==================== uart_tx_cfg_flat
Fig. 1: uart_tx_cfg_flat, cell density map
Scale: 6 px per micron. 12 x 12 tiles, from black (low) to pale yellow (high), 0 to 100% covered.
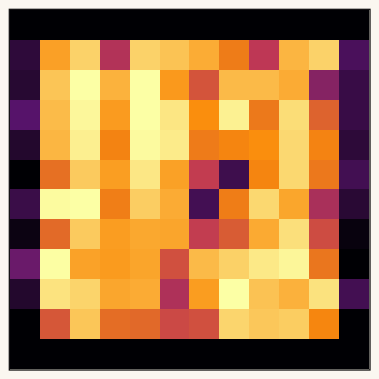

**src/rtl/uart_tx_cfg_if.sv**
```systemverilog
// Send handshake and serial line of the configurable UART transmitter.
//   data     payload, sampled when send_en is accepted
//   send_en  send request, accepted only while ready = 1
//   ready    transmitter is idle (or in the final stop clock) and takes send_en
//   tx_done  one-cycle pulse on the last clock of each frame
//   uart_tx  serial line, idle high, LSB first
// master = user logic driving requests, slave = the transmitter.
interface uart_tx_cfg_if #(
  parameter int DATA_W = 8
);
  logic [DATA_W-1:0] data;
  logic              send_en;
  logic              ready;
  logic              tx_done;
  logic              uart_tx;

  modport master (output data, send_en, input ready, tx_done, uart_tx);
  modport slave  (input data, send_en, output ready, tx_done, uart_tx);
endinterface

```
**src/rtl/uart_tx_cfg.sv**
```systemverilog
// Configurable UART transmitter: DATA_W data bits, optional odd/even parity,
// one or two stop bits, each bit BIT_CYC = CLK_FRE/BAUD clocks long.
// Ports:
//   sys_clk    system clock, rising edge
//   sys_rst_n  asynchronous active-low reset
//   bus        uart_tx_cfg_if slave: data/send_en in, ready/tx_done/uart_tx out
// A send_en in the last clock of the final stop bit starts the next frame on
// the following edge, so back-to-back frames have no idle gap.
module uart_tx_cfg #(
  parameter int CLK_FRE   = 50_000_000,
  parameter int BAUD      = 9600,
  parameter int DATA_W    = 8,
  parameter int PARITY    = 0,
  parameter int STOP_BITS = 1
) (
  input  logic         sys_clk,
  input  logic         sys_rst_n,
  uart_tx_cfg_if.slave bus
);
  localparam int BIT_CYC = CLK_FRE / BAUD;
  localparam int CNT_W   = (BIT_CYC > 1) ? $clog2(BIT_CYC) : 1;

  localparam logic [CNT_W-1:0] CNT_LAST  = CNT_W'(BIT_CYC - 1);
  localparam logic [CNT_W-1:0] CNT_PRE   = CNT_W'(BIT_CYC - 2);
  localparam logic [3:0]       DATA_LAST = 4'(DATA_W - 1);
  localparam logic [3:0]       STOP_LAST = 4'(STOP_BITS - 1);

  generate
    if (DATA_W < 5 || DATA_W > 9 || (STOP_BITS != 1 && STOP_BITS != 2) ||
        PARITY < 0 || PARITY > 2 || BIT_CYC < 2) begin : g_bad_param
      $error("uart_tx_cfg: illegal parameter set");
    end
  endgenerate

  typedef enum logic [2:0] {
    S_IDLE,
    S_START,
    S_DATA,
    S_PARITY,
    S_STOP
  } state_t;

  state_t            state_q;
  logic [CNT_W-1:0]  cnt_q;
  logic [3:0]        idx_q;
  logic              ready_q;
  logic              done_q;
  logic              tx_q;
  logic [DATA_W-1:0] shreg_q;
  logic              par_q;

  logic bit_end;
  logic accept;
  logic shift;

  function automatic logic parity_bit(input logic [DATA_W-1:0] d);
    return (PARITY == 1) ? ~^d : ^d;
  endfunction

  assign bit_end = (cnt_q == CNT_LAST);
  // ready_q is only high in IDLE or in the last clock of the final stop bit,
  // so it alone qualifies the request.
  assign accept  = bus.send_en && ready_q;
  // Bit 0 of the shifter is consumed when START or each DATA bit ends.
  assign shift   = bit_end && (state_q == S_START || state_q == S_DATA);

  assign bus.ready   = ready_q;
  assign bus.tx_done = done_q;
  assign bus.uart_tx = tx_q;

  always_ff @(posedge sys_clk or negedge sys_rst_n) begin
    if (!sys_rst_n) begin
      state_q <= S_IDLE;
      cnt_q   <= '0;
      idx_q   <= '0;
      ready_q <= 1'b1;
      done_q  <= 1'b0;
      tx_q    <= 1'b1;
    end else begin
      done_q <= 1'b0;
      // Wrapping at bit_end also clears the counter when START is entered
      // straight from the final stop bit.
      cnt_q  <= (state_q == S_IDLE || bit_end) ? '0 : cnt_q + 1'b1;
      case (state_q)
        S_IDLE: begin
          if (accept) begin
            state_q <= S_START;
            tx_q    <= 1'b0;
            ready_q <= 1'b0;
          end
        end
        S_START: begin
          if (bit_end) begin
            state_q <= S_DATA;
            tx_q    <= shreg_q[0];
            idx_q   <= '0;
          end
        end
        S_DATA: begin
          if (bit_end) begin
            if (idx_q == DATA_LAST) begin
              idx_q <= '0;
              if (PARITY != 0) begin
                state_q <= S_PARITY;
                tx_q    <= par_q;
              end else begin
                state_q <= S_STOP;
                tx_q    <= 1'b1;
              end
            end else begin
              idx_q <= idx_q + 1'b1;
              tx_q  <= shreg_q[0];
            end
          end
        end
        S_PARITY: begin
          if (bit_end) begin
            state_q <= S_STOP;
            tx_q    <= 1'b1;
            idx_q   <= '0;
          end
        end
        S_STOP: begin
          // Raise done/ready one edge early so both are high during the
          // final clock of the last stop bit.
          if (idx_q == STOP_LAST && cnt_q == CNT_PRE) begin
            done_q  <= 1'b1;
            ready_q <= 1'b1;
          end
          if (bit_end) begin
            if (idx_q == STOP_LAST) begin
              idx_q <= '0;
              if (accept) begin
                state_q <= S_START;
                tx_q    <= 1'b0;
                ready_q <= 1'b0;
              end else begin
                state_q <= S_IDLE;
              end
            end else begin
              idx_q <= idx_q + 1'b1;
            end
          end
        end
        default: begin
          state_q <= S_IDLE;
          tx_q    <= 1'b1;
          ready_q <= 1'b1;
        end
      endcase
    end
  end

  // Payload latch and parity: loaded on accept only, so requests while busy
  // cannot disturb the frame in flight.
  always_ff @(posedge sys_clk) begin
    if (accept) begin
      shreg_q <= bus.data;
      par_q   <= parity_bit(bus.data);
    end else if (shift) begin
      shreg_q <= shreg_q >> 1;
    end
  end
endmodule

```
**src/flat_wrapper.sv**
```systemverilog
// flat-port wrapper written by rule: the top's interface ports become plain ports
module uart_tx_cfg_flat 
#(
  parameter int CLK_FRE   = 50_000_000,
  parameter int BAUD      = 9600,
  parameter int DATA_W    = 8,
  parameter int PARITY    = 0,
  parameter int STOP_BITS = 1
)
  (sys_clk, sys_rst_n, bus_data, bus_send_en, bus_ready, bus_tx_done, bus_uart_tx);
  uart_tx_cfg_if #(.DATA_W(DATA_W)) bus_i ();
  input  logic sys_clk;
  input  logic sys_rst_n;
  input wire logic [$bits(bus_i.data)-1:0] bus_data;
  input wire logic [$bits(bus_i.send_en)-1:0] bus_send_en;
  output wire logic [$bits(bus_i.ready)-1:0] bus_ready;
  output wire logic [$bits(bus_i.tx_done)-1:0] bus_tx_done;
  output wire logic [$bits(bus_i.uart_tx)-1:0] bus_uart_tx;
  assign bus_i.data = bus_data;
  assign bus_i.send_en = bus_send_en;
  assign bus_ready = bus_i.ready;
  assign bus_tx_done = bus_i.tx_done;
  assign bus_uart_tx = bus_i.uart_tx;
  uart_tx_cfg #(.CLK_FRE(CLK_FRE), .BAUD(BAUD), .DATA_W(DATA_W), .PARITY(PARITY), .STOP_BITS(STOP_BITS)) u_core (.sys_clk(sys_clk), .sys_rst_n(sys_rst_n), .bus(bus_i));
endmodule
```
**config.mk**
```make
export PLATFORM = sky130hd
export DESIGN_NAME = uart_tx_cfg_flat
export DESIGN_NICKNAME = d
export VERILOG_FILES = /design/src/rtl/uart_tx_cfg_if.sv /design/src/rtl/uart_tx_cfg.sv /design/src/flat_wrapper.sv
export SDC_FILE = /design/constraint.sdc
export NUM_CORES = 1
export LEC_CHECK = 0
export ABC_AREA = 1
export CAP_MARGIN = 20
export CORE_MARGIN = 3
export CORE_UTILIZATION = 60
export CTS_CLUSTER_DIAMETER = 80
export DETAILED_ROUTE_END_ITERATION = 7
export GPL_TIMING_DRIVEN = 0
export PLACE_DENSITY = 0.82
export SETUP_SLACK_MARGIN = 0.2
export SYNTH_ARGS = -nofsm -noshare
export SYNTH_HDL_FRONTEND = slang
export SYNTH_SLANG_ARGS = --single-unit
```
**constraint.sdc**
```tcl
create_clock -name sys_clk -period 6 [get_ports sys_clk]
set_clock_uncertainty 0.15 [all_clocks]
set_input_delay 1.2 -clock sys_clk [delete_from_list [all_inputs] [get_ports sys_clk]]
set_output_delay 1.2 -clock sys_clk [all_outputs]
set_load 0.005 [all_outputs]
```
==================== stopwatch_ctrl
### src/rtl/stopwatch_ctrl.sv
// stopwatch_ctrl: control sequencer for the 6-digit stopwatch datapath.
//   Synchronises (and optionally debounces) the three active-low keys into press events,
//   runs the IDLE/RUN/PAUSE/LAP FSM, and drives the datapath's clear pulse, 10 ms count
//   tick and display-load enable. The BCD counters and display latches live elsewhere.
//
// Build option: define KEY_DEBOUNCE_EN to build the per-key debounce filter. Without it the
//   debounced level is the synchroniser output and DEBOUNCE is ignored.
//
// Parameters:
//   TICK_DIV     clk cycles per count_tick (>= 2)
//   DEBOUNCE     cycles a synced key must be stable before its debounced level moves (>= 1)
// Ports:
//   clk          system clock
//   reset        synchronous, active-high reset
//   key_reset_n  raw reset key, 0 = pressed, asynchronous
//   key_start_n  raw start/pause key, 0 = pressed, asynchronous
//   key_lap_n    raw lap key, 0 = pressed, asynchronous
//   clear        1-cycle pulse: zero all BCD counters
//   count_tick   1-cycle pulse: advance the BCD counter chain by one 10 ms step
//   display_load 1 = display registers follow counters, 0 = display frozen (LAP)
//   state        FSM state: 00 IDLE, 01 RUN, 10 PAUSE, 11 LAP
module stopwatch_ctrl #(
    parameter int unsigned TICK_DIV = 500000,
    parameter int unsigned DEBOUNCE = 500000
) (
    input  logic       clk,
    input  logic       reset,
    input  logic       key_reset_n,
    input  logic       key_start_n,
    input  logic       key_lap_n,
    output logic       clear,
    output logic       count_tick,
    output logic       display_load,
    output logic [1:0] state
);

    typedef enum logic [1:0] {
        StIdle  = 2'b00,
        StRun   = 2'b01,
        StPause = 2'b10,
        StLap   = 2'b11
    } state_e;

    localparam int unsigned PresW = $clog2(TICK_DIV);

    // Key bit order: 0 reset, 1 start, 2 lap.
    logic [2:0] sync1_q;
    logic [2:0] sync2_q;
    logic [2:0] level;
    logic [2:0] level_prev_q;
    logic [2:0] press;

    always_ff @(posedge clk) begin
        if (reset) begin
            sync1_q      <= '1;
            sync2_q      <= '1;
            level_prev_q <= '1;
        end else begin
            sync1_q      <= {key_lap_n, key_start_n, key_reset_n};
            sync2_q      <= sync1_q;
            level_prev_q <= level;
        end
    end

`ifdef KEY_DEBOUNCE_EN
    localparam int unsigned DbW = (DEBOUNCE > 1) ? $clog2(DEBOUNCE) : 1;

    logic [DbW-1:0] db_cnt_q [3];
    logic [2:0]     level_q;

    always_ff @(posedge clk) begin
        if (reset) begin
            level_q <= '1;
            for (int i = 0; i < 3; i++) begin
                db_cnt_q[i] <= '0;
            end
        end else begin
            for (int i = 0; i < 3; i++) begin
                if (sync2_q[i] == level_q[i]) begin
                    db_cnt_q[i] <= '0;
                end else if (db_cnt_q[i] == DbW'(DEBOUNCE - 1)) begin
                    level_q[i]  <= sync2_q[i];
                    db_cnt_q[i] <= '0;
                end else begin
                    db_cnt_q[i] <= db_cnt_q[i] + 1'b1;
                end
            end
        end
    end

    assign level = level_q;
`else
    assign level = sync2_q;

    // DEBOUNCE has no effect in this build; this empty scope only marks an illegal value.
    if (DEBOUNCE == 0) begin : g_illegal_debounce
    end
`endif

    // Press = debounced falling edge; releases produce nothing.
    assign press = level_prev_q & ~level;

    state_e           state_q, state_d;
    logic [PresW-1:0] presc_q, presc_d;
    logic             clear_q, clear_d;
    logic             tick_q, tick_d;
    logic             dl_q, dl_d;
    logic             run_now, run_next, wrap;

    always_comb begin
        state_d = state_q;
        if (press[0]) begin
            state_d = StIdle;
        end else if (press[1]) begin
            unique case (state_q)
                StIdle:  state_d = StRun;
                StRun:   state_d = StPause;
                StPause: state_d = StRun;
                StLap:   state_d = StPause;
            endcase
        end else if (press[2]) begin
            unique case (state_q)
                StRun:   state_d = StLap;
                StLap:   state_d = StRun;
                default: state_d = state_q;
            endcase
        end
    end

    assign run_now  = (state_q == StRun) || (state_q == StLap);
    assign run_next = (state_d == StRun) || (state_d == StLap);
    assign wrap     = (presc_q == PresW'(TICK_DIV - 1));

    always_comb begin
        presc_d = presc_q;
        clear_d = 1'b0;
        tick_d  = 1'b0;
        dl_d    = (state_d != StLap);
        if (press[0]) begin
            presc_d = '0;
            clear_d = 1'b1;
        end else if (run_now) begin
            if (!wrap) begin
                presc_d = presc_q + 1'b1;
            end else if (run_next) begin
                presc_d = '0;
                tick_d  = 1'b1;
            end
            // Wrap on a pause edge: hold at TICK_DIV-1 so the tick lands right after resume.
        end
    end

    always_ff @(posedge clk) begin
        if (reset) begin
            state_q <= StIdle;
            presc_q <= '0;
            clear_q <= 1'b0;
            tick_q  <= 1'b0;
            dl_q    <= 1'b1;
        end else begin
            state_q <= state_d;
            presc_q <= presc_d;
            clear_q <= clear_d;
            tick_q  <= tick_d;
            dl_q    <= dl_d;
        end
    end

    assign clear        = clear_q;
    assign count_tick   = tick_q;
    assign display_load = dl_q;
    assign state        = state_q;

endmodule

### config.mk
export PLATFORM = sky130hd
export DESIGN_NAME = stopwatch_ctrl
export DESIGN_NICKNAME = d
export VERILOG_FILES = /design/src/rtl/stopwatch_ctrl.sv
export SDC_FILE = /design/constraint.sdc
export NUM_CORES = 1
export LEC_CHECK = 0
export CELL_PAD_IN_SITES_DETAIL_PLACEMENT = 1
export CELL_PAD_IN_SITES_GLOBAL_PLACEMENT = 1
export CORE_MARGIN = 4
export CORE_UTILIZATION = 40
export CTS_CLUSTER_DIAMETER = 60
export DETAILED_ROUTE_END_ITERATION = 8
export PLACE_DENSITY_LB_ADDON = 0.1
export SYNTH_ARGS = -nofsm -noshare
export SYNTH_HDL_FRONTEND = slang
export SYNTH_SLANG_ARGS = --single-unit
### constraint.sdc
create_clock -name clk -period 1.8 [get_ports clk]
set_input_delay 0.36 -clock clk [delete_from_list [all_inputs] [get_ports clk]]
set_output_delay 0.36 -clock clk [all_outputs]
set_load 0.03 [all_outputs]
Fig. 2: uart_tx_cfg_flat, pin placement
Scale: 6 px per micron. Pins as bars across the die edge, other pins in gray.
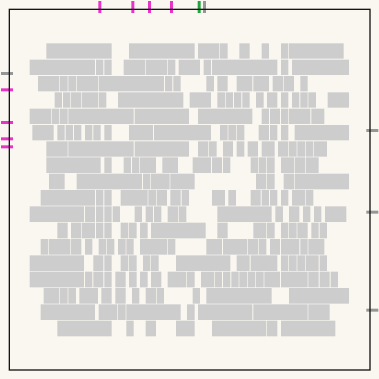
[bus_data] magenta | pins: 8 | direction: input | edge: 4 north, 4 west
[bus_send_en] green | pins: 1 | direction: input | edge: north
all pins by edge: 6 north, 5 west, 3 east

Fig. 3: uart_tx_cfg_flat, placed cells, one color a class
Scale: 4 px per micron.
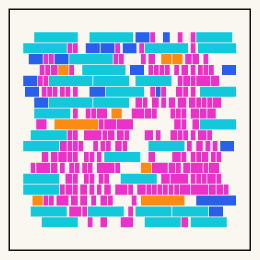
[all other logic] magenta | cells: 191 | share of their area: 45%
[flip-flops] cyan | cells: 31 | share of their area: 41%
[other buffers and delay cells] blue | cells: 17 | share of their area: 8.8%
[clock drivers and dummy loads] orange | cells: 8 | share of their area: 5.2%

About Fig. 1:
tiles over 75% full: 47%
fullest tile: 100%
mean over tiles: 56%
nearly empty tiles: 19%
densest ninth of the die: center

==> summary.txt, uart_tx_cfg_flat <==
flow finished, numbers: cell resize tally after clock tree synthesis 0, run status finished, final reports clean, Max power group sequential cells, met2 Resource Use GR 0.3966, sequential power 215 uW, # H-tree levels 2, beginning of the worst register-to-register path u_core.cnt_q[0]$_DFF_PN0_, number of CTS-inserted buffers 5, kind of path behind the tightest hold check register to register, cell row count 18, Critical Setup Path Class register to output pin, most numerous logic cells after layout 66 x sky130_fd_sc_hd__nand2_1, 27 x sky130_fd_sc_hd__nor2_1, 24 x sky130_fd_sc_hd__inv_1, Comb power frac 0.027, layout net count about 260, Non-Clock Inverter Count 28, final wirelength ~3700 microns, part of the total power dissipated in sequential elements 0.498, DRC violation total after the first TritonRoute iteration 154, XOR/XNOR Area Share 0.02514, initial standard-cell utilization of the core 0.6667, post-route design area 0.002047 sq mm, top cells by count, synth 66 x sky130_fd_sc_hd__nand2_1, 27 x sky130_fd_sc_hd__nor2_1, 24 x sky130_fd_sc_hd__inv_1, 21 x sky130_fd_sc_hd__dfrtp_1, 18 x sky130_fd_sc_hd__nand3_1, initial antenna violation count 0, top layer in use met4, worst slack at placement 2.865 ns, final clock period utilization by the worst path 0.4575, number of buffers and inverters on the critical path 1, total overflow reported by the global router 0, simple-gate portion of the synthesized area 0.3477, instance count on the critical path 1
Fig. 4: stopwatch_ctrl, pin placement
Scale: 6 px per micron. Pins as bars across the die edge, other pins in gray.
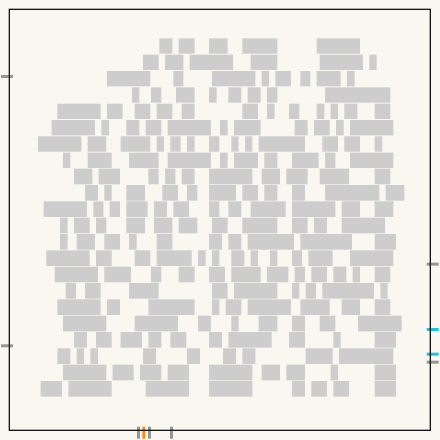
[clear] orange | pins: 1 | direction: output | edge: south
[state] cyan | pins: 2 | direction: output | edge: east

==> summary.txt, stopwatch_ctrl <==
flow finished, numbers: cell row count 22, XOR/XNOR Area Share 0.04568, violations in the final reports negative setup slack, non-clock buffering overhead in the final layout 0.1568, Synth Instances 168, WHS Endpoint level[1]$_SDFF_PP1_, Worst Setup Slack, final -0.02645 ns, Worst Min Path Start sync1_q[1]$_SDFF_PP1_, FMAX around 0.55 GHz, largest area contributor in the synthesized netlist sky130_fd_sc_hd__dfxtp_1, number of CTS-inserted buffers 5, sequential cell area 669.4 sq um, final setup violation count 2, run status finished with violations, count of clock buffers in the final design 6, type of element capturing the critical path register, Sum Neg Setup Slack -0.04673 ns

==================== hazard_ctrl_flat
Fig. 5: hazard_ctrl_flat, cell density map
Scale: 6 px per micron. 6 x 6 tiles, from black (low) to pale yellow (high), 0 to 100% covered.
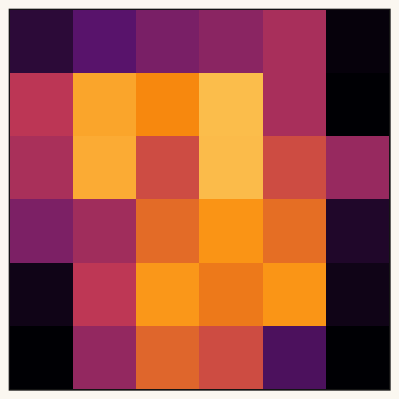

<file path="config.mk">
export PLATFORM = sky130hd
export DESIGN_NAME = hazard_ctrl_flat
export DESIGN_NICKNAME = d
export VERILOG_FILES = /design/src/rtl/hazard_ctrl_if.sv /design/src/rtl/hazard_ctrl.sv /design/src/flat_wrapper.sv
export SDC_FILE = /design/constraint.sdc
export NUM_CORES = 1
export LEC_CHECK = 0
export CORE_MARGIN = 2
export CORE_UTILIZATION = 35
export DETAILED_ROUTE_END_ITERATION = 8
export MAX_ROUTING_LAYER = met4
export PLACE_DENSITY = 0.68
export SYNTH_ARGS = -nofsm -noshare
export SYNTH_HDL_FRONTEND = slang
export SYNTH_SLANG_ARGS = --single-unit
</file>
<file path="constraint.sdc">
create_clock -name clk -period 2.4 [get_ports clk]
set_input_delay 0.24 -clock clk [delete_from_list [all_inputs] [get_ports clk]]
set_output_delay 0.24 -clock clk [all_outputs]
set_load 0.05 [all_outputs]
</file>
<file path="src/rtl/hazard_ctrl_if.sv">
// Hazard-control bundle between the pipeline datapath and hazard_ctrl.
// The master side (the datapath) supplies ID/EX information. The slave side
// (hazard_ctrl) returns the write enables, the bubble/flush controls and the stall counter.
interface hazard_ctrl_if #(
  parameter int CNT_W = 16
);
  // Valid/ready note: there is no handshake here. Every signal is a
  // level that is sampled on each rising clock edge. The control outputs refer
  // to the same cycle as the inputs that produced them.
  logic [4:0]       id_rs;
  logic [4:0]       id_rt;
  logic             id_uses_rt;
  logic [5:0]       ex_operation;
  logic [4:0]       ex_rd;
  logic             ex_branch_tk;

  logic             pc_write;
  logic             if_id_write;
  logic             if_id_flush;
  logic             id_ex_write;
  logic             id_ex_bubble;
  logic             mdu_busy;
  logic [CNT_W-1:0] stall_cycles;
  logic             state_dbg;      // 1 while the FSM is in its MDU state

  modport master (
    output id_rs, id_rt, id_uses_rt, ex_operation, ex_rd, ex_branch_tk,
    input  pc_write, if_id_write, if_id_flush, id_ex_write, id_ex_bubble,
    input  mdu_busy, stall_cycles, state_dbg
  );

  modport slave (
    input  id_rs, id_rt, id_uses_rt, ex_operation, ex_rd, ex_branch_tk,
    output pc_write, if_id_write, if_id_flush, id_ex_write, id_ex_bubble,
    output mdu_busy, stall_cycles, state_dbg
  );
endinterface

</file>
<file path="src/rtl/hazard_ctrl.sv">
// Pipeline hazard control for PC, IF/ID and ID/EX.
// The block handles load-use stalls, multi-cycle MDU occupancy of EX and taken-branch flushes.
// All controls are combinational from the state, the counter and the inputs.
// The block also keeps a saturating count of cycles in which the PC is held.
module hazard_ctrl #(
  parameter int          MDU_CYCLES = 4,
  parameter logic [5:0]  MDU_OP     = 6'b011100,
  parameter logic [5:0]  LW_OP      = 6'b100011,
  parameter logic [5:0]  NOOP_OP    = 6'b111111,
  parameter int          CNT_W      = 16
) (
  input  logic          clk,
  input  logic          rst,   // asynchronous, active low
  hazard_ctrl_if.slave  hz
);

  localparam int CNT_BITS = $clog2(MDU_CYCLES + 1);
  localparam bit MDU_STALLS = (MDU_CYCLES > 1);
  localparam logic [CNT_BITS-1:0] CNT_LOAD =
    CNT_BITS'((MDU_CYCLES > 1) ? (MDU_CYCLES - 2) : 0);

  typedef enum logic {RUN = 1'b0, MDU = 1'b1} state_t;

  state_t               state_q, state_d;
  logic [CNT_BITS-1:0]  cnt_q, cnt_d;
  logic [CNT_W-1:0]     stall_q, stall_d;

  logic pc_write_c, if_id_write_c, if_id_flush_c;
  logic id_ex_write_c, id_ex_bubble_c, mdu_busy_c;
  logic load_use;
  logic mdu_in_ex;

  // A load whose destination is read by the ID instruction. Register 0 never creates a hazard.
  assign load_use = (hz.ex_operation == LW_OP) && (hz.ex_operation != NOOP_OP) &&
                    (hz.ex_rd != 5'd0) &&
                    ((hz.ex_rd == hz.id_rs) || (hz.id_uses_rt && (hz.ex_rd == hz.id_rt)));

  assign mdu_in_ex = MDU_STALLS && (hz.ex_operation == MDU_OP) &&
                     (hz.ex_operation != NOOP_OP);

  // Next-state and same-cycle controls. While reset is held, the controls keep their pass-through values.
  always_comb begin
    pc_write_c     = 1'b1;
    if_id_write_c  = 1'b1;
    if_id_flush_c  = 1'b0;
    id_ex_write_c  = 1'b1;
    id_ex_bubble_c = 1'b0;
    mdu_busy_c     = 1'b0;
    state_d        = state_q;
    cnt_d          = cnt_q;
    if (rst) begin
      case (state_q)
        RUN: begin
          if (hz.ex_branch_tk) begin
            if_id_flush_c  = 1'b1;
            id_ex_bubble_c = 1'b1;
          end else if (mdu_in_ex) begin
            pc_write_c    = 1'b0;
            if_id_write_c = 1'b0;
            id_ex_write_c = 1'b0;
            mdu_busy_c    = 1'b1;
            state_d       = MDU;
            cnt_d         = CNT_LOAD;
          end else if (load_use) begin
            // The lw moves on to MEM at this edge, so a single bubble clears the hazard.
            pc_write_c     = 1'b0;
            if_id_write_c  = 1'b0;
            id_ex_bubble_c = 1'b1;
          end
        end
        MDU: begin
          if (cnt_q != '0) begin
            pc_write_c    = 1'b0;
            if_id_write_c = 1'b0;
            id_ex_write_c = 1'b0;
            mdu_busy_c    = 1'b1;
            cnt_d         = cnt_q - 1'b1;
          end else begin
            // In the release cycle the MDU op leaves EX and the pipeline advances.
            state_d = RUN;
          end
        end
        default: state_d = RUN;
      endcase
    end
  end

  // Saturating count of cycles in which the PC is held.
  always_comb begin
    stall_d = stall_q;
    if (!pc_write_c && (stall_q != '1)) stall_d = stall_q + 1'b1;
  end

  // FSM state, MDU down-counter and stall counter.
  always_ff @(posedge clk or negedge rst) begin
    if (!rst) begin
      state_q <= RUN;
      cnt_q   <= '0;
      stall_q <= '0;
    end else begin
      state_q <= state_d;
      cnt_q   <= cnt_d;
      stall_q <= stall_d;
    end
  end

  assign hz.pc_write     = pc_write_c;
  assign hz.if_id_write  = if_id_write_c;
  assign hz.if_id_flush  = if_id_flush_c;
  assign hz.id_ex_write  = id_ex_write_c;
  assign hz.id_ex_bubble = id_ex_bubble_c;
  assign hz.mdu_busy     = mdu_busy_c;
  assign hz.stall_cycles = stall_q;
  assign hz.state_dbg    = (state_q == MDU);

endmodule

</file>
<file path="src/flat_wrapper.sv">
// flat-port wrapper written by rule: the top's interface ports become plain ports
module hazard_ctrl_flat 
#(
  parameter int          MDU_CYCLES = 4,
  parameter logic [5:0]  MDU_OP     = 6'b011100,
  parameter logic [5:0]  LW_OP      = 6'b100011,
  parameter logic [5:0]  NOOP_OP    = 6'b111111,
  parameter int          CNT_W      = 16
)
  (clk, rst, hz_id_rs, hz_id_rt, hz_id_uses_rt, hz_ex_operation, hz_ex_rd, hz_ex_branch_tk, hz_pc_write, hz_if_id_write, hz_if_id_flush, hz_id_ex_write, hz_id_ex_bubble, hz_mdu_busy, hz_stall_cycles, hz_state_dbg);
  hazard_ctrl_if #(.CNT_W(CNT_W)) hz_i ();
  input  logic clk;
  input  logic rst;
  input wire logic [$bits(hz_i.id_rs)-1:0] hz_id_rs;
  input wire logic [$bits(hz_i.id_rt)-1:0] hz_id_rt;
  input wire logic [$bits(hz_i.id_uses_rt)-1:0] hz_id_uses_rt;
  input wire logic [$bits(hz_i.ex_operation)-1:0] hz_ex_operation;
  input wire logic [$bits(hz_i.ex_rd)-1:0] hz_ex_rd;
  input wire logic [$bits(hz_i.ex_branch_tk)-1:0] hz_ex_branch_tk;
  output wire logic [$bits(hz_i.pc_write)-1:0] hz_pc_write;
  output wire logic [$bits(hz_i.if_id_write)-1:0] hz_if_id_write;
  output wire logic [$bits(hz_i.if_id_flush)-1:0] hz_if_id_flush;
  output wire logic [$bits(hz_i.id_ex_write)-1:0] hz_id_ex_write;
  output wire logic [$bits(hz_i.id_ex_bubble)-1:0] hz_id_ex_bubble;
  output wire logic [$bits(hz_i.mdu_busy)-1:0] hz_mdu_busy;
  output wire logic [$bits(hz_i.stall_cycles)-1:0] hz_stall_cycles;
  output wire logic [$bits(hz_i.state_dbg)-1:0] hz_state_dbg;
  assign hz_i.id_rs = hz_id_rs;
  assign hz_i.id_rt = hz_id_rt;
  assign hz_i.id_uses_rt = hz_id_uses_rt;
  assign hz_i.ex_operation = hz_ex_operation;
  assign hz_i.ex_rd = hz_ex_rd;
  assign hz_i.ex_branch_tk = hz_ex_branch_tk;
  assign hz_pc_write = hz_i.pc_write;
  assign hz_if_id_write = hz_i.if_id_write;
  assign hz_if_id_flush = hz_i.if_id_flush;
  assign hz_id_ex_write = hz_i.id_ex_write;
  assign hz_id_ex_bubble = hz_i.id_ex_bubble;
  assign hz_mdu_busy = hz_i.mdu_busy;
  assign hz_stall_cycles = hz_i.stall_cycles;
  assign hz_state_dbg = hz_i.state_dbg;
  hazard_ctrl #(.MDU_CYCLES(MDU_CYCLES), .MDU_OP(MDU_OP), .LW_OP(LW_OP), .NOOP_OP(NOOP_OP), .CNT_W(CNT_W)) u_core (.clk(clk), .rst(rst), .hz(hz_i));
endmodule
</file>
==================== video_pattern_gen
**config.mk**
```make
export PLATFORM = sky130hd
export DESIGN_NAME = video_pattern_gen
export DESIGN_NICKNAME = d
export VERILOG_FILES = /design/src/rtl/video_pattern_gen.sv
export SDC_FILE = /design/constraint.sdc
export NUM_CORES = 1
export LEC_CHECK = 0
export CAP_MARGIN = 5
export CORE_ASPECT_RATIO = 1.4
export CORE_MARGIN = 2
export CORE_UTILIZATION = 30
export DETAILED_ROUTE_END_ITERATION = 10
export GPL_ROUTABILITY_DRIVEN = 1
export PLACE_DENSITY = 0.45
export SLEW_MARGIN = 20
export SYNTH_ARGS = -nofsm -noshare
export SYNTH_HDL_FRONTEND = slang
export SYNTH_SLANG_ARGS = --single-unit
```
**constraint.sdc**
```tcl
create_clock -name clk -period 3 [get_ports clk]
set_input_delay 0.6 -clock clk [delete_from_list [all_inputs] [get_ports clk]]
set_output_delay 0.6 -clock clk [all_outputs]
set_load 0.03 [all_outputs]
```
**src/rtl/video_pattern_gen.sv**
```systemverilog
// Frame-based RGB test-pattern source: ramp, colour bars, checkerboard, solid.
// Define VIDEO_PATGEN_SCROLL_EN to make ramp and checkerboard advance per frame.
module video_pattern_gen #(
   parameter int H_ACTIVE   = 640,
   parameter int V_ACTIVE   = 480,
   parameter int BPC        = 8,
   parameter int CHECK_LOG2 = 3
) (
   input  logic               clk,
   input  logic               rst,
   input  logic               enable,
   input  logic [1:0]         mode,
   input  logic [3*BPC-1:0]   solid_rgb,
   output logic [3*BPC-1:0]   pix_data,
   output logic               pix_valid,
   input  logic               pix_ready,
   output logic               pix_sof,
   output logic               pix_eol,
   output logic               pix_eof,
   output logic [15:0]        frame_cnt
);

   localparam int PW = 3 * BPC;
   localparam int XW = $clog2(H_ACTIVE);
   localparam int YW = (V_ACTIVE > 2) ? $clog2(V_ACTIVE) : 1;
   localparam int BW = H_ACTIVE / 8;
   localparam int SW = (BW > 1) ? $clog2(BW) : 1;
   localparam logic [XW-1:0] X_LAST = XW'(H_ACTIVE - 1);
   localparam logic [YW-1:0] Y_LAST = YW'(V_ACTIVE - 1);
   localparam logic [SW-1:0] S_LAST = SW'(BW - 1);

   typedef enum logic {IDLE, ACTIVE} state_t;

   state_t          r_state, w_state_nxt;
   logic [XW-1:0]   r_x, w_nx;
   logic [YW-1:0]   r_y, w_ny;
   logic [PW-1:0]   r_idx, w_nidx;
   logic [SW-1:0]   r_sub, w_nsub;
   logic [2:0]      r_bar, w_nbar;
   logic [1:0]      r_mode, w_nmode;
   logic [PW-1:0]   r_solid, w_nsolid;
   logic [15:0]     r_fc, w_nfc;
   logic [PW-1:0]   r_data, w_data;
   logic            r_valid, r_sof, r_eol, r_eof;
   logic            w_hs, w_start, w_adv, w_drop;
   logic [PW-1:0]   w_ramp, w_bar_rgb;
   logic [31:0]     w_cx, w_cy;
   logic            w_chk;

   assign w_hs = r_valid & pix_ready;

   always_comb begin
      w_state_nxt = r_state;
      w_start     = 1'b0;
      w_adv       = 1'b0;
      w_drop      = 1'b0;
      w_nfc       = r_fc;
      unique case (r_state)
         IDLE: begin
            if (enable) begin
               w_start     = 1'b1;
               w_state_nxt = ACTIVE;
            end
         end
         ACTIVE: begin
            if (w_hs) begin
               if (r_eof) begin
                  w_nfc = r_fc + 16'd1;
                  if (enable) begin
                     w_start = 1'b1;
                  end else begin
                     w_drop      = 1'b1;
                     w_state_nxt = IDLE;
                  end
               end else begin
                  w_adv = 1'b1;
               end
            end
         end
         default: w_state_nxt = IDLE;
      endcase
   end

   // Coordinates and bar sub-counter of the pixel to present next
   always_comb begin
      w_nx     = r_x;
      w_ny     = r_y;
      w_nidx   = r_idx;
      w_nsub   = r_sub;
      w_nbar   = r_bar;
      w_nmode  = r_mode;
      w_nsolid = r_solid;
      if (w_start) begin
         w_nx     = '0;
         w_ny     = '0;
         w_nidx   = '0;
         w_nsub   = '0;
         w_nbar   = '0;
         w_nmode  = mode;
         w_nsolid = solid_rgb;
      end else if (w_adv) begin
         w_nidx = r_idx + PW'(1);
         if (r_x == X_LAST) begin
            w_nx   = '0;
            w_ny   = r_y + YW'(1);
            w_nsub = '0;
            w_nbar = '0;
         end else begin
            w_nx = r_x + XW'(1);
            if (r_sub == S_LAST) begin
               w_nsub = '0;
               w_nbar = r_bar + 3'd1;
            end else begin
               w_nsub = r_sub + SW'(1);
            end
         end
      end
   end

   always_comb begin
`ifdef VIDEO_PATGEN_SCROLL_EN
      w_ramp = w_nidx + PW'(w_nfc);
      w_cx   = 32'(w_nx) + 32'(w_nfc[CHECK_LOG2+7:0]);
`else
      w_ramp = w_nidx;
      w_cx   = 32'(w_nx);
`endif
      w_cy  = 32'(w_ny);
      w_chk = |(((w_cx ^ w_cy) >> CHECK_LOG2) & 32'd1);
      // Bar order W,Y,C,G,M,R,B,K maps to R=~b[1], G=~b[2], B=~b[0]
      w_bar_rgb = {{BPC{~w_nbar[1]}}, {BPC{~w_nbar[2]}}, {BPC{~w_nbar[0]}}};
      w_data = '0;
      unique case (w_nmode)
         2'd0: w_data = w_ramp;
         2'd1: w_data = w_bar_rgb;
         2'd2: w_data = w_chk ? {PW{1'b1}} : '0;
         2'd3: w_data = w_nsolid;
         default: w_data = '0;
      endcase
   end

   always_ff @(posedge clk) begin
      if (rst) begin
         r_state <= IDLE;
         r_x     <= '0;
         r_y     <= '0;
         r_idx   <= '0;
         r_sub   <= '0;
         r_bar   <= '0;
         r_mode  <= '0;
         r_solid <= '0;
         r_fc    <= '0;
         r_data  <= '0;
         r_valid <= 1'b0;
         r_sof   <= 1'b0;
         r_eol   <= 1'b0;
         r_eof   <= 1'b0;
      end else begin
         r_state <= w_state_nxt;
         r_x     <= w_nx;
         r_y     <= w_ny;
         r_idx   <= w_nidx;
         r_sub   <= w_nsub;
         r_bar   <= w_nbar;
         r_mode  <= w_nmode;
         r_solid <= w_nsolid;
         r_fc    <= w_nfc;
         if (w_start || w_adv) begin
            r_valid <= 1'b1;
            r_data  <= w_data;
            r_sof   <= (w_nx == '0) && (w_ny == '0);
            r_eol   <= (w_nx == X_LAST);
            r_eof   <= (w_nx == X_LAST) && (w_ny == Y_LAST);
         end else if (w_drop) begin
            r_valid <= 1'b0;
            r_data  <= '0;
            r_sof   <= 1'b0;
            r_eol   <= 1'b0;
            r_eof   <= 1'b0;
         end
      end
   end

   assign pix_data  = r_data;
   assign pix_valid = r_valid;
   assign pix_sof   = r_sof;
   assign pix_eol   = r_eol;
   assign pix_eof   = r_eof;
   assign frame_cnt = r_fc;

endmodule

```
==================== serial_subtractor4_flat
<file path="config.mk">
export PLATFORM = sky130hd
export DESIGN_NAME = serial_subtractor4_flat
export DESIGN_NICKNAME = d
export VERILOG_FILES = /design/src/rtl/serial_subtractor4_if.sv /design/src/rtl/serial_subtractor4.sv /design/src/flat_wrapper.sv
export SDC_FILE = /design/constraint.sdc
export NUM_CORES = 1
export LEC_CHECK = 0
export CAP_MARGIN = 10
export CORE_MARGIN = 5
export CORE_UTILIZATION = 25
export DETAILED_ROUTE_END_ITERATION = 10
export PLACE_DENSITY = 0.42
export SYNTH_ARGS = -nofsm -noshare
export SYNTH_HDL_FRONTEND = slang
export SYNTH_SLANG_ARGS = --single-unit
</file>
<file path="constraint.sdc">
create_clock -name clk -period 2.8 [get_ports clk]
set_input_delay 0.42 -clock clk [delete_from_list [all_inputs] [get_ports clk]]
set_output_delay 0.42 -clock clk [all_outputs]
set_load 0.01 [all_outputs]
</file>
<file path="src/rtl/serial_subtractor4_if.sv">
// -----------------------------------------------------------------------------
// serial_subtractor4_if
// Operand/result bundle for the bit-serial 4-bit subtractor.
//   start     request, sampled only when the block is idle or in DONE
//   A, B      minuend / subtrahend, captured on the accepting edge
//   Bin       borrow-in, captured on the accepting edge
//   busy      high while bits are being processed
//   done      one-cycle pulse, result valid
//   D, Bout   registered difference and final borrow-out
//   Z, V      zero / signed-overflow flags (only with SERIAL_SUBTRACTOR4_FLAGS_EN)
// master: operand producer.  slave: the subtractor.
// -----------------------------------------------------------------------------
interface serial_subtractor4_if;
    logic       start;
    logic [3:0] A;
    logic [3:0] B;
    logic       Bin;
    logic       busy;
    logic       done;
    logic [3:0] D;
    logic       Bout;
`ifdef SERIAL_SUBTRACTOR4_FLAGS_EN
    logic       Z;
    logic       V;
`endif

    modport master (
        output start, A, B, Bin,
        input  busy, done, D, Bout
`ifdef SERIAL_SUBTRACTOR4_FLAGS_EN
        , input Z, V
`endif
    );

    modport slave (
        input  start, A, B, Bin,
        output busy, done, D, Bout
`ifdef SERIAL_SUBTRACTOR4_FLAGS_EN
        , output Z, V
`endif
    );
endinterface

</file>
<file path="src/rtl/serial_subtractor4.sv">
// -----------------------------------------------------------------------------
// serial_subtractor4
// Bit-serial 4-bit subtractor computing {Bout,D} = A - B - Bin, one bit per
// clock, LSB first, through a three-state FSM (IDLE -> SHIFT -> DONE).
// An accepted request yields done four edges later; starting again from DONE
// gives one result every 5 cycles.
//
// Ports
//   clk     rising-edge clock
//   resetn  asynchronous active-low reset (clears state and all outputs)
//   bus     serial_subtractor4_if.slave (start, A, B, Bin, busy, done, D, Bout
//           and, with the macro below, Z and V)
//
// Configuration
//   SERIAL_SUBTRACTOR4_FLAGS_EN  when defined, adds registered Z (D == 0) and
//                                V (signed overflow) flags held alongside D.
// -----------------------------------------------------------------------------
module serial_subtractor4 (
    input  logic               clk,
    input  logic               resetn,
    serial_subtractor4_if.slave bus
);

    typedef enum logic [1:0] {
        IDLE  = 2'd0,
        SHIFT = 2'd1,
        DONE  = 2'd2
    } state_t;

    state_t     state;
    logic [3:0] a_q;
    logic [3:0] b_q;
    logic [1:0] cnt;
    logic       bw;
    logic [2:0] d_sr;      // low difference bits, shifted in from the top
    logic [3:0] d_q;
    logic       bout_q;
    logic       busy_q;
    logic       done_q;
`ifdef SERIAL_SUBTRACTOR4_FLAGS_EN
    logic       z_q;
    logic       v_q;
`endif

    logic       accept;
    logic       a_i;
    logic       b_i;
    logic       d_i;
    logic       bw_nxt;
    logic [3:0] d_full;

    // start only matters when no operation is in flight
    assign accept = bus.start && ((state == IDLE) || (state == DONE));

    // One full-subtractor cell operating on the bit selected by the counter
    always_comb begin
        a_i    = a_q[cnt];
        b_i    = b_q[cnt];
        d_i    = a_i ^ b_i ^ bw;
        bw_nxt = (~a_i & b_i) | (~(a_i ^ b_i) & bw);
        // on the last bit, d_sr already holds bits 2..0 in order
        d_full = {d_i, d_sr};
    end

    always_ff @(posedge clk or negedge resetn) begin
        if (!resetn) begin
            state  <= IDLE;
            a_q    <= 4'd0;
            b_q    <= 4'd0;
            cnt    <= 2'd0;
            bw     <= 1'b0;
            d_sr   <= 3'd0;
            d_q    <= 4'd0;
            bout_q <= 1'b0;
            busy_q <= 1'b0;
            done_q <= 1'b0;
`ifdef SERIAL_SUBTRACTOR4_FLAGS_EN
            z_q    <= 1'b0;
            v_q    <= 1'b0;
`endif
        end else begin
            done_q <= 1'b0;
            if (accept) begin
                a_q    <= bus.A;
                b_q    <= bus.B;
                bw     <= bus.Bin;
                cnt    <= 2'd0;
                d_sr   <= 3'd0;
                busy_q <= 1'b1;
                state  <= SHIFT;
            end else if (state == SHIFT) begin
                d_sr <= {d_i, d_sr[2:1]};
                bw   <= bw_nxt;
                cnt  <= cnt + 2'd1;
                if (cnt == 2'd3) begin
                    // results are only published here, so D stays stable
                    // for the whole of SHIFT
                    d_q    <= d_full;
                    bout_q <= bw_nxt;
`ifdef SERIAL_SUBTRACTOR4_FLAGS_EN
                    z_q    <= (d_full == 4'd0);
                    v_q    <= (a_q[3] != b_q[3]) && (d_full[3] != a_q[3]);
`endif
                    busy_q <= 1'b0;
                    done_q <= 1'b1;
                    state  <= DONE;
                end
            end else begin
                // DONE without a new request, or an unreachable encoding
                state <= IDLE;
            end
        end
    end

    assign bus.busy = busy_q;
    assign bus.done = done_q;
    assign bus.D    = d_q;
    assign bus.Bout = bout_q;
`ifdef SERIAL_SUBTRACTOR4_FLAGS_EN
    assign bus.Z    = z_q;
    assign bus.V    = v_q;
`endif

endmodule

</file>
<file path="src/flat_wrapper.sv">
// flat-port wrapper written by rule: the top's interface ports become plain ports
module serial_subtractor4_flat 
  (clk, resetn, bus_start, bus_A, bus_B, bus_Bin, bus_busy, bus_done, bus_D, bus_Bout);
  serial_subtractor4_if bus_i ();
  input  logic clk;
  input  logic resetn;
  input wire logic [$bits(bus_i.start)-1:0] bus_start;
  input wire logic [$bits(bus_i.A)-1:0] bus_A;
  input wire logic [$bits(bus_i.B)-1:0] bus_B;
  input wire logic [$bits(bus_i.Bin)-1:0] bus_Bin;
  output wire logic [$bits(bus_i.busy)-1:0] bus_busy;
  output wire logic [$bits(bus_i.done)-1:0] bus_done;
  output wire logic [$bits(bus_i.D)-1:0] bus_D;
  output wire logic [$bits(bus_i.Bout)-1:0] bus_Bout;
  assign bus_i.start = bus_start;
  assign bus_i.A = bus_A;
  assign bus_i.B = bus_B;
  assign bus_i.Bin = bus_Bin;
  assign bus_busy = bus_i.busy;
  assign bus_done = bus_i.done;
  assign bus_D = bus_i.D;
  assign bus_Bout = bus_i.Bout;
  serial_subtractor4 u_core (.clk(clk), .resetn(resetn), .bus(bus_i));
endmodule
</file>
==================== zxw_alu_sequencer
===== src/rtl/zxw_alu_seq_pkg.sv =====
// Shared constants for the nibble-serial ALU sequencer.
package zxw_alu_seq_pkg;

  localparam logic [1:0] IDLE = 2'd0;
  localparam logic [1:0] RUN  = 2'd1;
  localparam logic [1:0] DONE = 2'd2;

  localparam int unsigned NIBBLE_W     = 4;
  localparam int unsigned FS_LOGIC_BIT = 3;
  localparam int unsigned FS_CIN_BIT   = 0;

  typedef enum logic [1:0] {
    S_IDLE = IDLE,
    S_RUN  = RUN,
    S_DONE = DONE
  } seq_state_e;

endpackage


===== src/rtl/zxw_nibble_sel.sv =====
// Selects one 4-bit nibble out of a wide operand, indexed by pass number.
module zxw_nibble_sel
  import zxw_alu_seq_pkg::*;
#(
  parameter int unsigned NIBBLES = 2,
  parameter int unsigned IDX_W   = 1
) (
  input  logic [NIBBLE_W*NIBBLES-1:0] data,
  input  logic [IDX_W-1:0]            idx,
  output logic [NIBBLE_W-1:0]         nib
);

  // Plain mux; out-of-range indices yield zero
  always_comb begin
    nib = '0;
    for (int unsigned i = 0; i < NIBBLES; i++) begin
      if (idx == IDX_W'(i)) nib = data[i*NIBBLE_W +: NIBBLE_W];
    end
  end

endmodule


===== src/rtl/zxw_alu_sequencer.sv =====
// Drives a 4-bit combinational ALU one nibble per cycle to perform W-bit
// operations, chaining carry between passes for arithmetic functions.
module zxw_alu_sequencer
  import zxw_alu_seq_pkg::*;
#(
  parameter int unsigned NIBBLES = 2,
  localparam int unsigned W      = NIBBLE_W * NIBBLES
) (
  input  logic                clk,
  input  logic                reset,
  input  logic                in_valid,
  output logic                in_ready,
  input  logic [3:0]          in_fs,
  input  logic [W-1:0]        in_a,
  input  logic [W-1:0]        in_b,
  output logic                out_valid,
  input  logic                out_ready,
  output logic [W-1:0]        out_result,
  output logic                out_carry,
  output logic                out_zero,
  output logic                alu_fs3,
  output logic                alu_fs2,
  output logic                alu_fs1,
  output logic                alu_fs0,
  output logic [NIBBLE_W-1:0] alu_a,
  output logic [NIBBLE_W-1:0] alu_b,
  input  logic [NIBBLE_W-1:0] alu_result,
  input  logic                alu_carryout
);

  localparam int unsigned IDX_W = (NIBBLES > 1) ? $clog2(NIBBLES) : 1;

  seq_state_e          state, state_nxt;
  logic [IDX_W-1:0]    idx;
  logic [3:0]          fs_reg;
  logic [W-1:0]        a_reg, b_reg, res_reg;
  logic                carry_reg;
  logic [NIBBLE_W-1:0] sel_a, sel_b;
  logic                last_pass;
  logic                accept;

  assign last_pass = (idx == IDX_W'(NIBBLES - 1));
  assign accept    = in_valid & in_ready;

  zxw_nibble_sel #(.NIBBLES(NIBBLES), .IDX_W(IDX_W)) u_sel_a (
    .data (a_reg),
    .idx  (idx),
    .nib  (sel_a)
  );

  zxw_nibble_sel #(.NIBBLES(NIBBLES), .IDX_W(IDX_W)) u_sel_b (
    .data (b_reg),
    .idx  (idx),
    .nib  (sel_b)
  );

  // State register
  always_ff @(posedge clk) begin
    if (reset) state <= S_IDLE;
    else       state <= state_nxt;
  end

  // Next state, request handshake and ALU drive; ALU lines idle at zero
  always_comb begin
    state_nxt = state;
    in_ready  = 1'b0;
    alu_fs3   = 1'b0;
    alu_fs2   = 1'b0;
    alu_fs1   = 1'b0;
    alu_fs0   = 1'b0;
    alu_a     = '0;
    alu_b     = '0;
    case (state)
      S_IDLE: begin
        in_ready = ~reset;
        if (in_valid) state_nxt = S_RUN;
      end
      S_RUN: begin
        alu_a   = sel_a;
        alu_b   = sel_b;
        alu_fs3 = fs_reg[3];
        alu_fs2 = fs_reg[2];
        alu_fs1 = fs_reg[1];
        // Carry chains only for arithmetic passes after the first
        if ((idx != '0) && !fs_reg[FS_LOGIC_BIT]) alu_fs0 = carry_reg;
        else                                      alu_fs0 = fs_reg[FS_CIN_BIT];
        if (last_pass) state_nxt = S_DONE;
      end
      S_DONE: begin
        if (out_ready) state_nxt = S_IDLE;
      end
      default: state_nxt = S_IDLE;
    endcase
  end

  // Operand capture, per-pass result/carry writeback and pass counter
  always_ff @(posedge clk) begin
    if (reset) begin
      idx       <= '0;
      fs_reg    <= '0;
      a_reg     <= '0;
      b_reg     <= '0;
      res_reg   <= '0;
      carry_reg <= 1'b0;
    end else begin
      if (state == S_IDLE && accept) begin
        fs_reg <= in_fs;
        a_reg  <= in_a;
        b_reg  <= in_b;
        idx    <= '0;
      end
      if (state == S_RUN) begin
        for (int unsigned i = 0; i < NIBBLES; i++) begin
          if (idx == IDX_W'(i)) res_reg[i*NIBBLE_W +: NIBBLE_W] <= alu_result;
        end
        carry_reg <= alu_carryout;
        idx       <= last_pass ? '0 : idx + IDX_W'(1);
      end
    end
  end

  // Result side is a straight view of the held registers while in DONE
  assign out_valid  = (state == S_DONE);
  assign out_result = res_reg;
  assign out_carry  = carry_reg;
  assign out_zero   = out_valid & (res_reg == '0);

endmodule


===== config.mk =====
export PLATFORM = sky130hd
export DESIGN_NAME = zxw_alu_sequencer
export DESIGN_NICKNAME = d
export VERILOG_FILES = /design/src/rtl/zxw_alu_seq_pkg.sv /design/src/rtl/zxw_nibble_sel.sv /design/src/rtl/zxw_alu_sequencer.sv
export SDC_FILE = /design/constraint.sdc
export NUM_CORES = 1
export LEC_CHECK = 0
export ABC_AREA = 0
export CAP_MARGIN = 20
export CORE_UTILIZATION = 45
export DETAILED_ROUTE_END_ITERATION = 12
export PLACE_DENSITY = 0.83
export SETUP_SLACK_MARGIN = 0.1
export SYNTH_ARGS = -nofsm -noshare
export SYNTH_HDL_FRONTEND = slang
export SYNTH_HIERARCHICAL = 1
export SYNTH_SLANG_ARGS = --single-unit

===== constraint.sdc =====
create_clock -name clk -period 4.12 [get_ports clk]
set_input_delay 1.03 -clock clk [delete_from_list [all_inputs] [get_ports clk]]
set_output_delay 1.03 -clock clk [all_outputs]
set_load 0.02 [all_outputs]

Fig. 6: zxw_alu_sequencer, signal wires by layer
Scale: 4 px per micron.
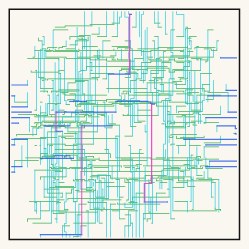
[met2] cyan | wire length: 1680 microns
[met3] blue | wire length: 170 microns
[met1] green | wire length: 1460 microns
[met4] magenta | wire length: 73.2 microns

Fig. 7: zxw_alu_sequencer, clock wiring as the flow saved it
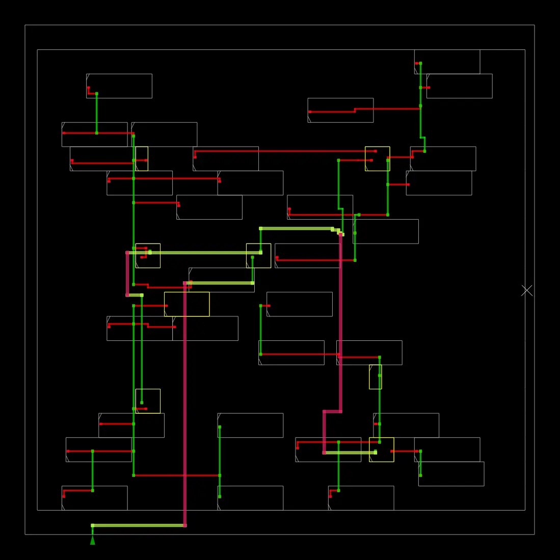
clock latency (worst-skew pair): 0.34 ns
count of sequential standard cells: 32
number of CTS-inserted buffers: 5
CTS Sinks: 32
count of clock buffers in the final design: 8

==> summary.txt, zxw_alu_sequencer <==
flow finished, numbers: run status finished with violations, violations in the final reports design-rule violations, Critical Path, Cell by Cell clkdlybuf4s50_1, nor3_1, clkdlybuf4s50_1, distinct lib cells 21, worst slack at placement between 0.8 and 0.9 ns, arrival time at the worst endpoint 2.22 ns, DRC violation total after the first TritonRoute iteration roughly 46, leakage component of the power 0.7153 nW, switching fraction of total power 0.2852, Max power group sequential cells, final wirelength between 3000 and 4000 microns, required time of the worst setup path just over 3 ns, number of failing hold endpoints at the final stage 0, kind of cell adding the most delay to the critical path buffers and inverters, startpoint of the most critical setup path reset, final-layout clock-cell area share 0.03005, number of buffers and inverters on the critical path 2, Largest cell class combinational gates, well tap count 31, I/O pin count 53, internal power just under 500 uW, slowest stage cell, crit path sky130_fd_sc_hd__clkdlybuf4s50_1, met2 Resource Use GR 0.3697, total half-perimeter wirelength after legalization and detailed placement roughly 2300 microns, die extent in x ~57 microns, clock network power share 0.279, layout net count between 200 and 250, destination of the worst register-to-register timing path a_reg[5]$_SDFFE_PP0P_, Synth Instances roughly 170, Remaining DRCs 1
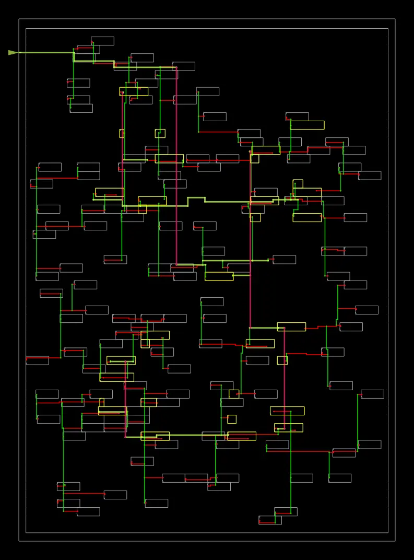
Fig. 8. Clock wiring as the flow saved it (video_pattern_gen).
number of CTS-inserted buffers: 17
Clock Skews: 0.008650 ns
count of sequential standard cells: 124
count of clock buffers in the final design: 20

Fig. 9: video_pattern_gen, placed cells, one color a class
Scale: 1.5 px per micron.
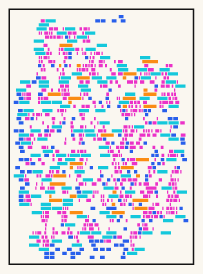
[other buffers and delay cells] blue | cells: 148 | share of their area: 17%
[all other logic] magenta | cells: 528 | share of their area: 42%
[clock drivers and dummy loads] orange | cells: 32 | share of their area: 8.0%
[flip-flops] cyan | cells: 124 | share of their area: 33%

==> summary.txt, video_pattern_gen <==
flow finished, numbers: worst vdd ir 0.3772 mV, top layer in use met4, share of layout cells above drive strength 1 0.1490, arrival time at the worst endpoint approximately 3.1 ns, Routed WL per cell around 17 microns, initial antenna violation count 0, met3 GRT Util 0.03908, clock latency (worst-skew pair) roughly 0.43 ns, final worst hold slack roughly 0.46 ns, Critical Setup Path Class primary input to register, cell row count around 60, Remaining DRCs 0, crit path time final ~2.8 ns, Met1 Wirelength about 7500 microns, clock network power consumption between 2 and 2.5 mW, cell depth of the worst flop-to-flop path 9, cell resize tally after clock tree synthesis 0, Vias between 5000 and 6000, Async SR Flop Fraction 0, part of the total power dissipated in sequential elements 0.396, fraction of area in registers 0.3138, and-or/or-and share of the synthesized area 0.1372, number of optimization iterations in the first detailed-route pass 5, top cells by count, synth 124 x sky130_fd_sc_hd__dfxtp_1, 122 x sky130_fd_sc_hd__nor2_1, 58 x sky130_fd_sc_hd__nand2_1, 43 x sky130_fd_sc_hd__o21ai_0, 35 x sky130_fd_sc_hd__xor2_1, run status finished, final reports clean, Met2 Wirelength between 9000 and 10000 microns
Fig. 10: hazard_ctrl_flat, placed cells, one color a class
Scale: 4 px per micron.
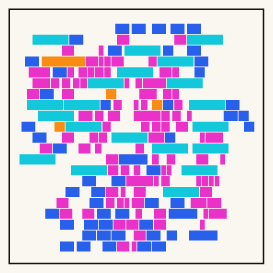
[other buffers and delay cells] blue | cells: 52 | share of their area: 30%
[all other logic] magenta | cells: 97 | share of their area: 39%
[flip-flops] cyan | cells: 20 | share of their area: 28%
[clock drivers and dummy loads] orange | cells: 4 | share of their area: 2.9%

About Fig. 5:
nearly empty tiles: 11%
fullest tile: 86%
tiles over 75% full: 19%
mean over tiles: 45%

==> summary.txt, hazard_ctrl_flat <==
flow finished, numbers: run status finished, final reports clean, Most common reg cell sky130_fd_sc_hd__dfrtp_1, Seq cells post-synth 20, mean area per synthesized cell ~10 sq um, number of nets produced by synthesis between 100 and 150, final setup violation count 0, portion of the post-synthesis area used by sequential elements 0.4082, Critical Setup Path Class primary input to output pin, crit path time final 2.214 ns, YS warnings 0, cell depth of the worst flop-to-flop path 7, final cell count without fillers about 220, count of clock buffers in the final design 3, sequential power 404 uW, height of the die 63.19 microns, yosys stat chip area 0.001226 sq mm, Total Power Consumption roughly 990 uW, max reg flops 16, FMAX around 0.45 GHz, count of sequential standard cells 20, non-clock buffering overhead in the final layout 0.2882, well tap count about 46, wire length of the first global-routing pass ~5300 microns, final estimated routing congestion in global placement about 0.9, simple-gate portion of the synthesized area 0.2337, maximum fanout along the worst path 3
Fig. 11: serial_subtractor4_flat, clock wiring as the flow saved it
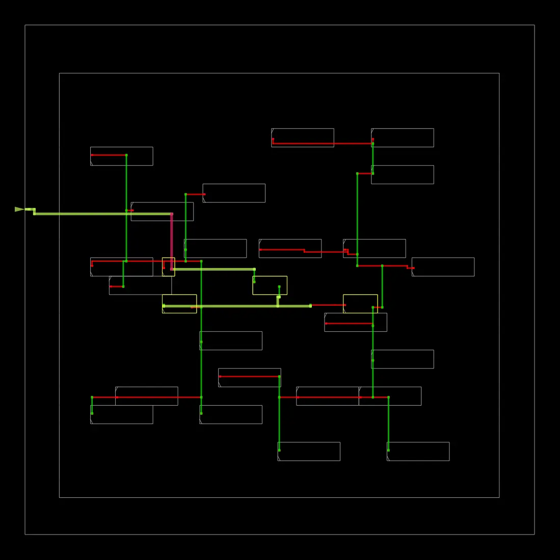
clock latency (worst-skew pair): 0.26 ns
CTS Sinks: 23
count of sequential standard cells: 23
count of clock buffers in the final design: 3

Fig. 12: serial_subtractor4_flat, signal wires by layer
Scale: 4 px per micron.
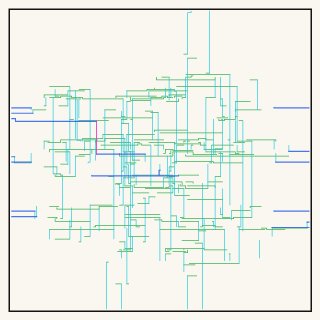
[met4] magenta | wire length: 8.20 microns
[met2] cyan | wire length: 908 microns
[met3] blue | wire length: 125 microns
[met1] green | wire length: 888 microns

==> summary.txt, serial_subtractor4_flat <==
flow finished, numbers: run status finished, final reports clean, flip-flops with a built-in enable 0, and-or/or-and share of the synthesized area 0.07556, number of optimization iterations in the first detailed-route pass 2, remaining max-slew budget at the tightest pin 0.6986, number of max-cap violations 0, Routed WL per cell 13.49 microns, share of layout cells above drive strength 1 0.2796, part of the total power dissipated in sequential elements 0.422, worst vdd ir around 0.45 mV, library cell with the highest instance count after synthesis sky130_fd_sc_hd__dfrtp_1, internal power between 1 and 1.5 mW, cell row count 23, required time of the worst setup path about 3.0 ns, Placed Cells incl. Taps roughly 140, total die size around 0.0056 sq mm, Comb power frac 0.442, number of nets produced by synthesis 86, DRC violation total after the first TritonRoute iteration 23, Remaining DRCs 0

==> screenshots <==
Pin placement.
picture 1
Scale: 4 px per micron. Pins as bars across the die edge, other pins in gray.
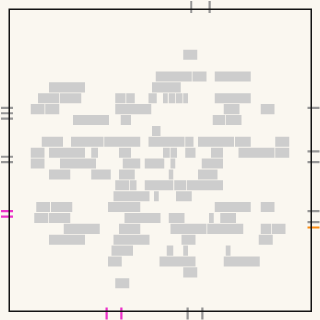
picture 2
Scale: 6 px per micron. Pins as bars across the die edge, other pins in gray.
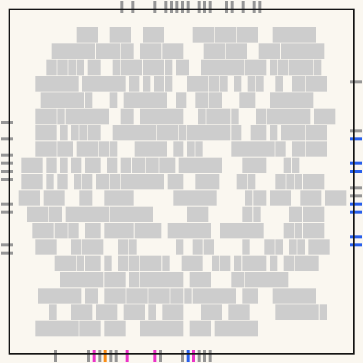
picture 3
Scale: 2 px per micron. Pins as bars across the die edge, other pins in gray.
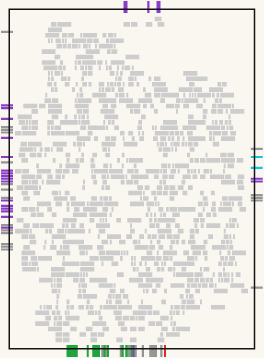
picture 4
Scale: 6 px per micron. Pins as bars across the die edge, other pins in gray.
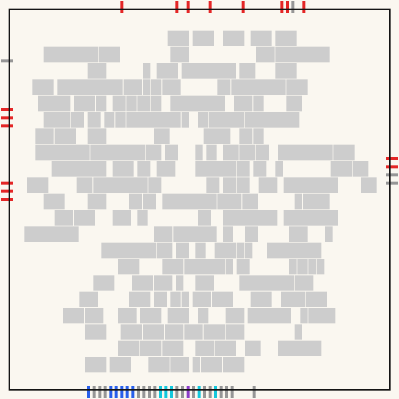
Picture 2 is zxw_alu_sequencer.
Picture 3 is video_pattern_gen.
Picture 4 is hazard_ctrl_flat.
Picture 1 is serial_subtractor4_flat.
- fewest pins: picture 1
- smallest die: picture 2

Key to picture 4:
[hz_ex_operation] blue | pins: 6 | direction: input | edge: south
[hz_id_ex_bubble] purple | pins: 1 | direction: output | edge: south
[hz_stall_cycles] red | pins: 16 | direction: output | edge: 8 north, 6 west, 2 east
[hz_id_rt] cyan | pins: 5 | direction: input | edge: south
all pins by edge: 28 south, 9 north, 7 west, 4 east



==> layout pictures side by side <==
Cell density map.
Plate I
Scale: 4 px per micron. 8 x 8 tiles, from black (low) to pale yellow (high), 0 to 100% covered.
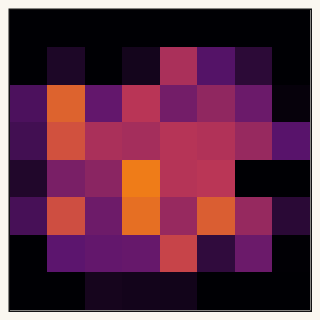
Plate II
Scale: 6 px per micron. 11 x 11 tiles, from black (low) to pale yellow (high), 0 to 100% covered.
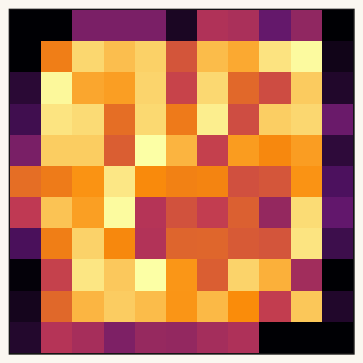
Plate III
Scale: 2 px per micron. 12 x 17 tiles, from black (low) to pale yellow (high), 0 to 100% covered.
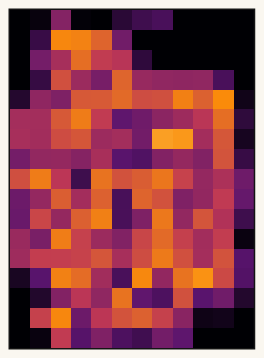
Plate IV
Scale: 6 px per micron. 7 x 7 tiles, from black (low) to pale yellow (high), 0 to 100% covered.
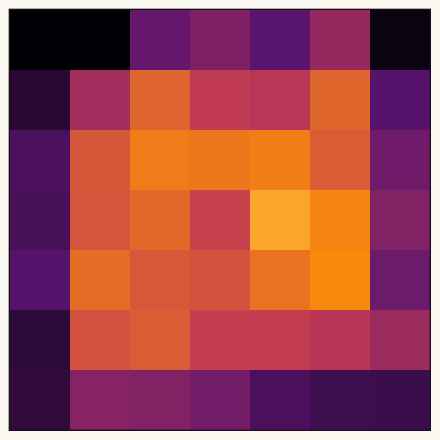
For stopwatch_ctrl, see Plate IV.
For video_pattern_gen, see Plate III.
For zxw_alu_sequencer, see Plate II.
For serial_subtractor4_flat, see Plate I.
- highest utilization: Plate II
- lowest utilization: Plate I


==> screenshots <==
Placed cells, one color a class.
Scale: 4 px per micron.
panel A
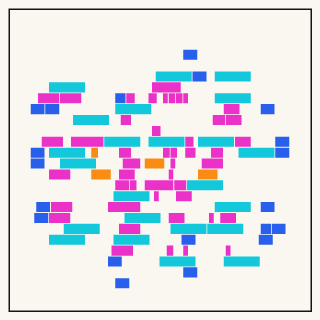
panel B
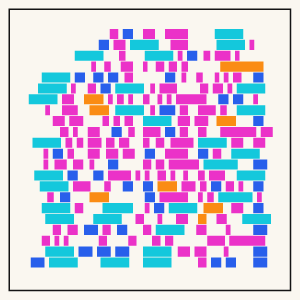
panel C
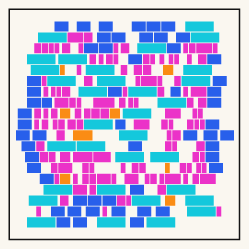
The one with the fewest sequential cells is panel A.
The one with the fewest cells is panel A.
panel A -> serial_subtractor4_flat
panel C -> zxw_alu_sequencer
panel B -> stopwatch_ctrl

Key to panel A:
[all other logic] magenta | cells: 46 | share of their area: 36%
[other buffers and delay cells] blue | cells: 20 | share of their area: 15%
[clock drivers and dummy loads] orange | cells: 4 | share of their area: 3.6%
[flip-flops] cyan | cells: 23 | share of their area: 45%

No activity file was given, so power comes from the tool's default toggle rates.
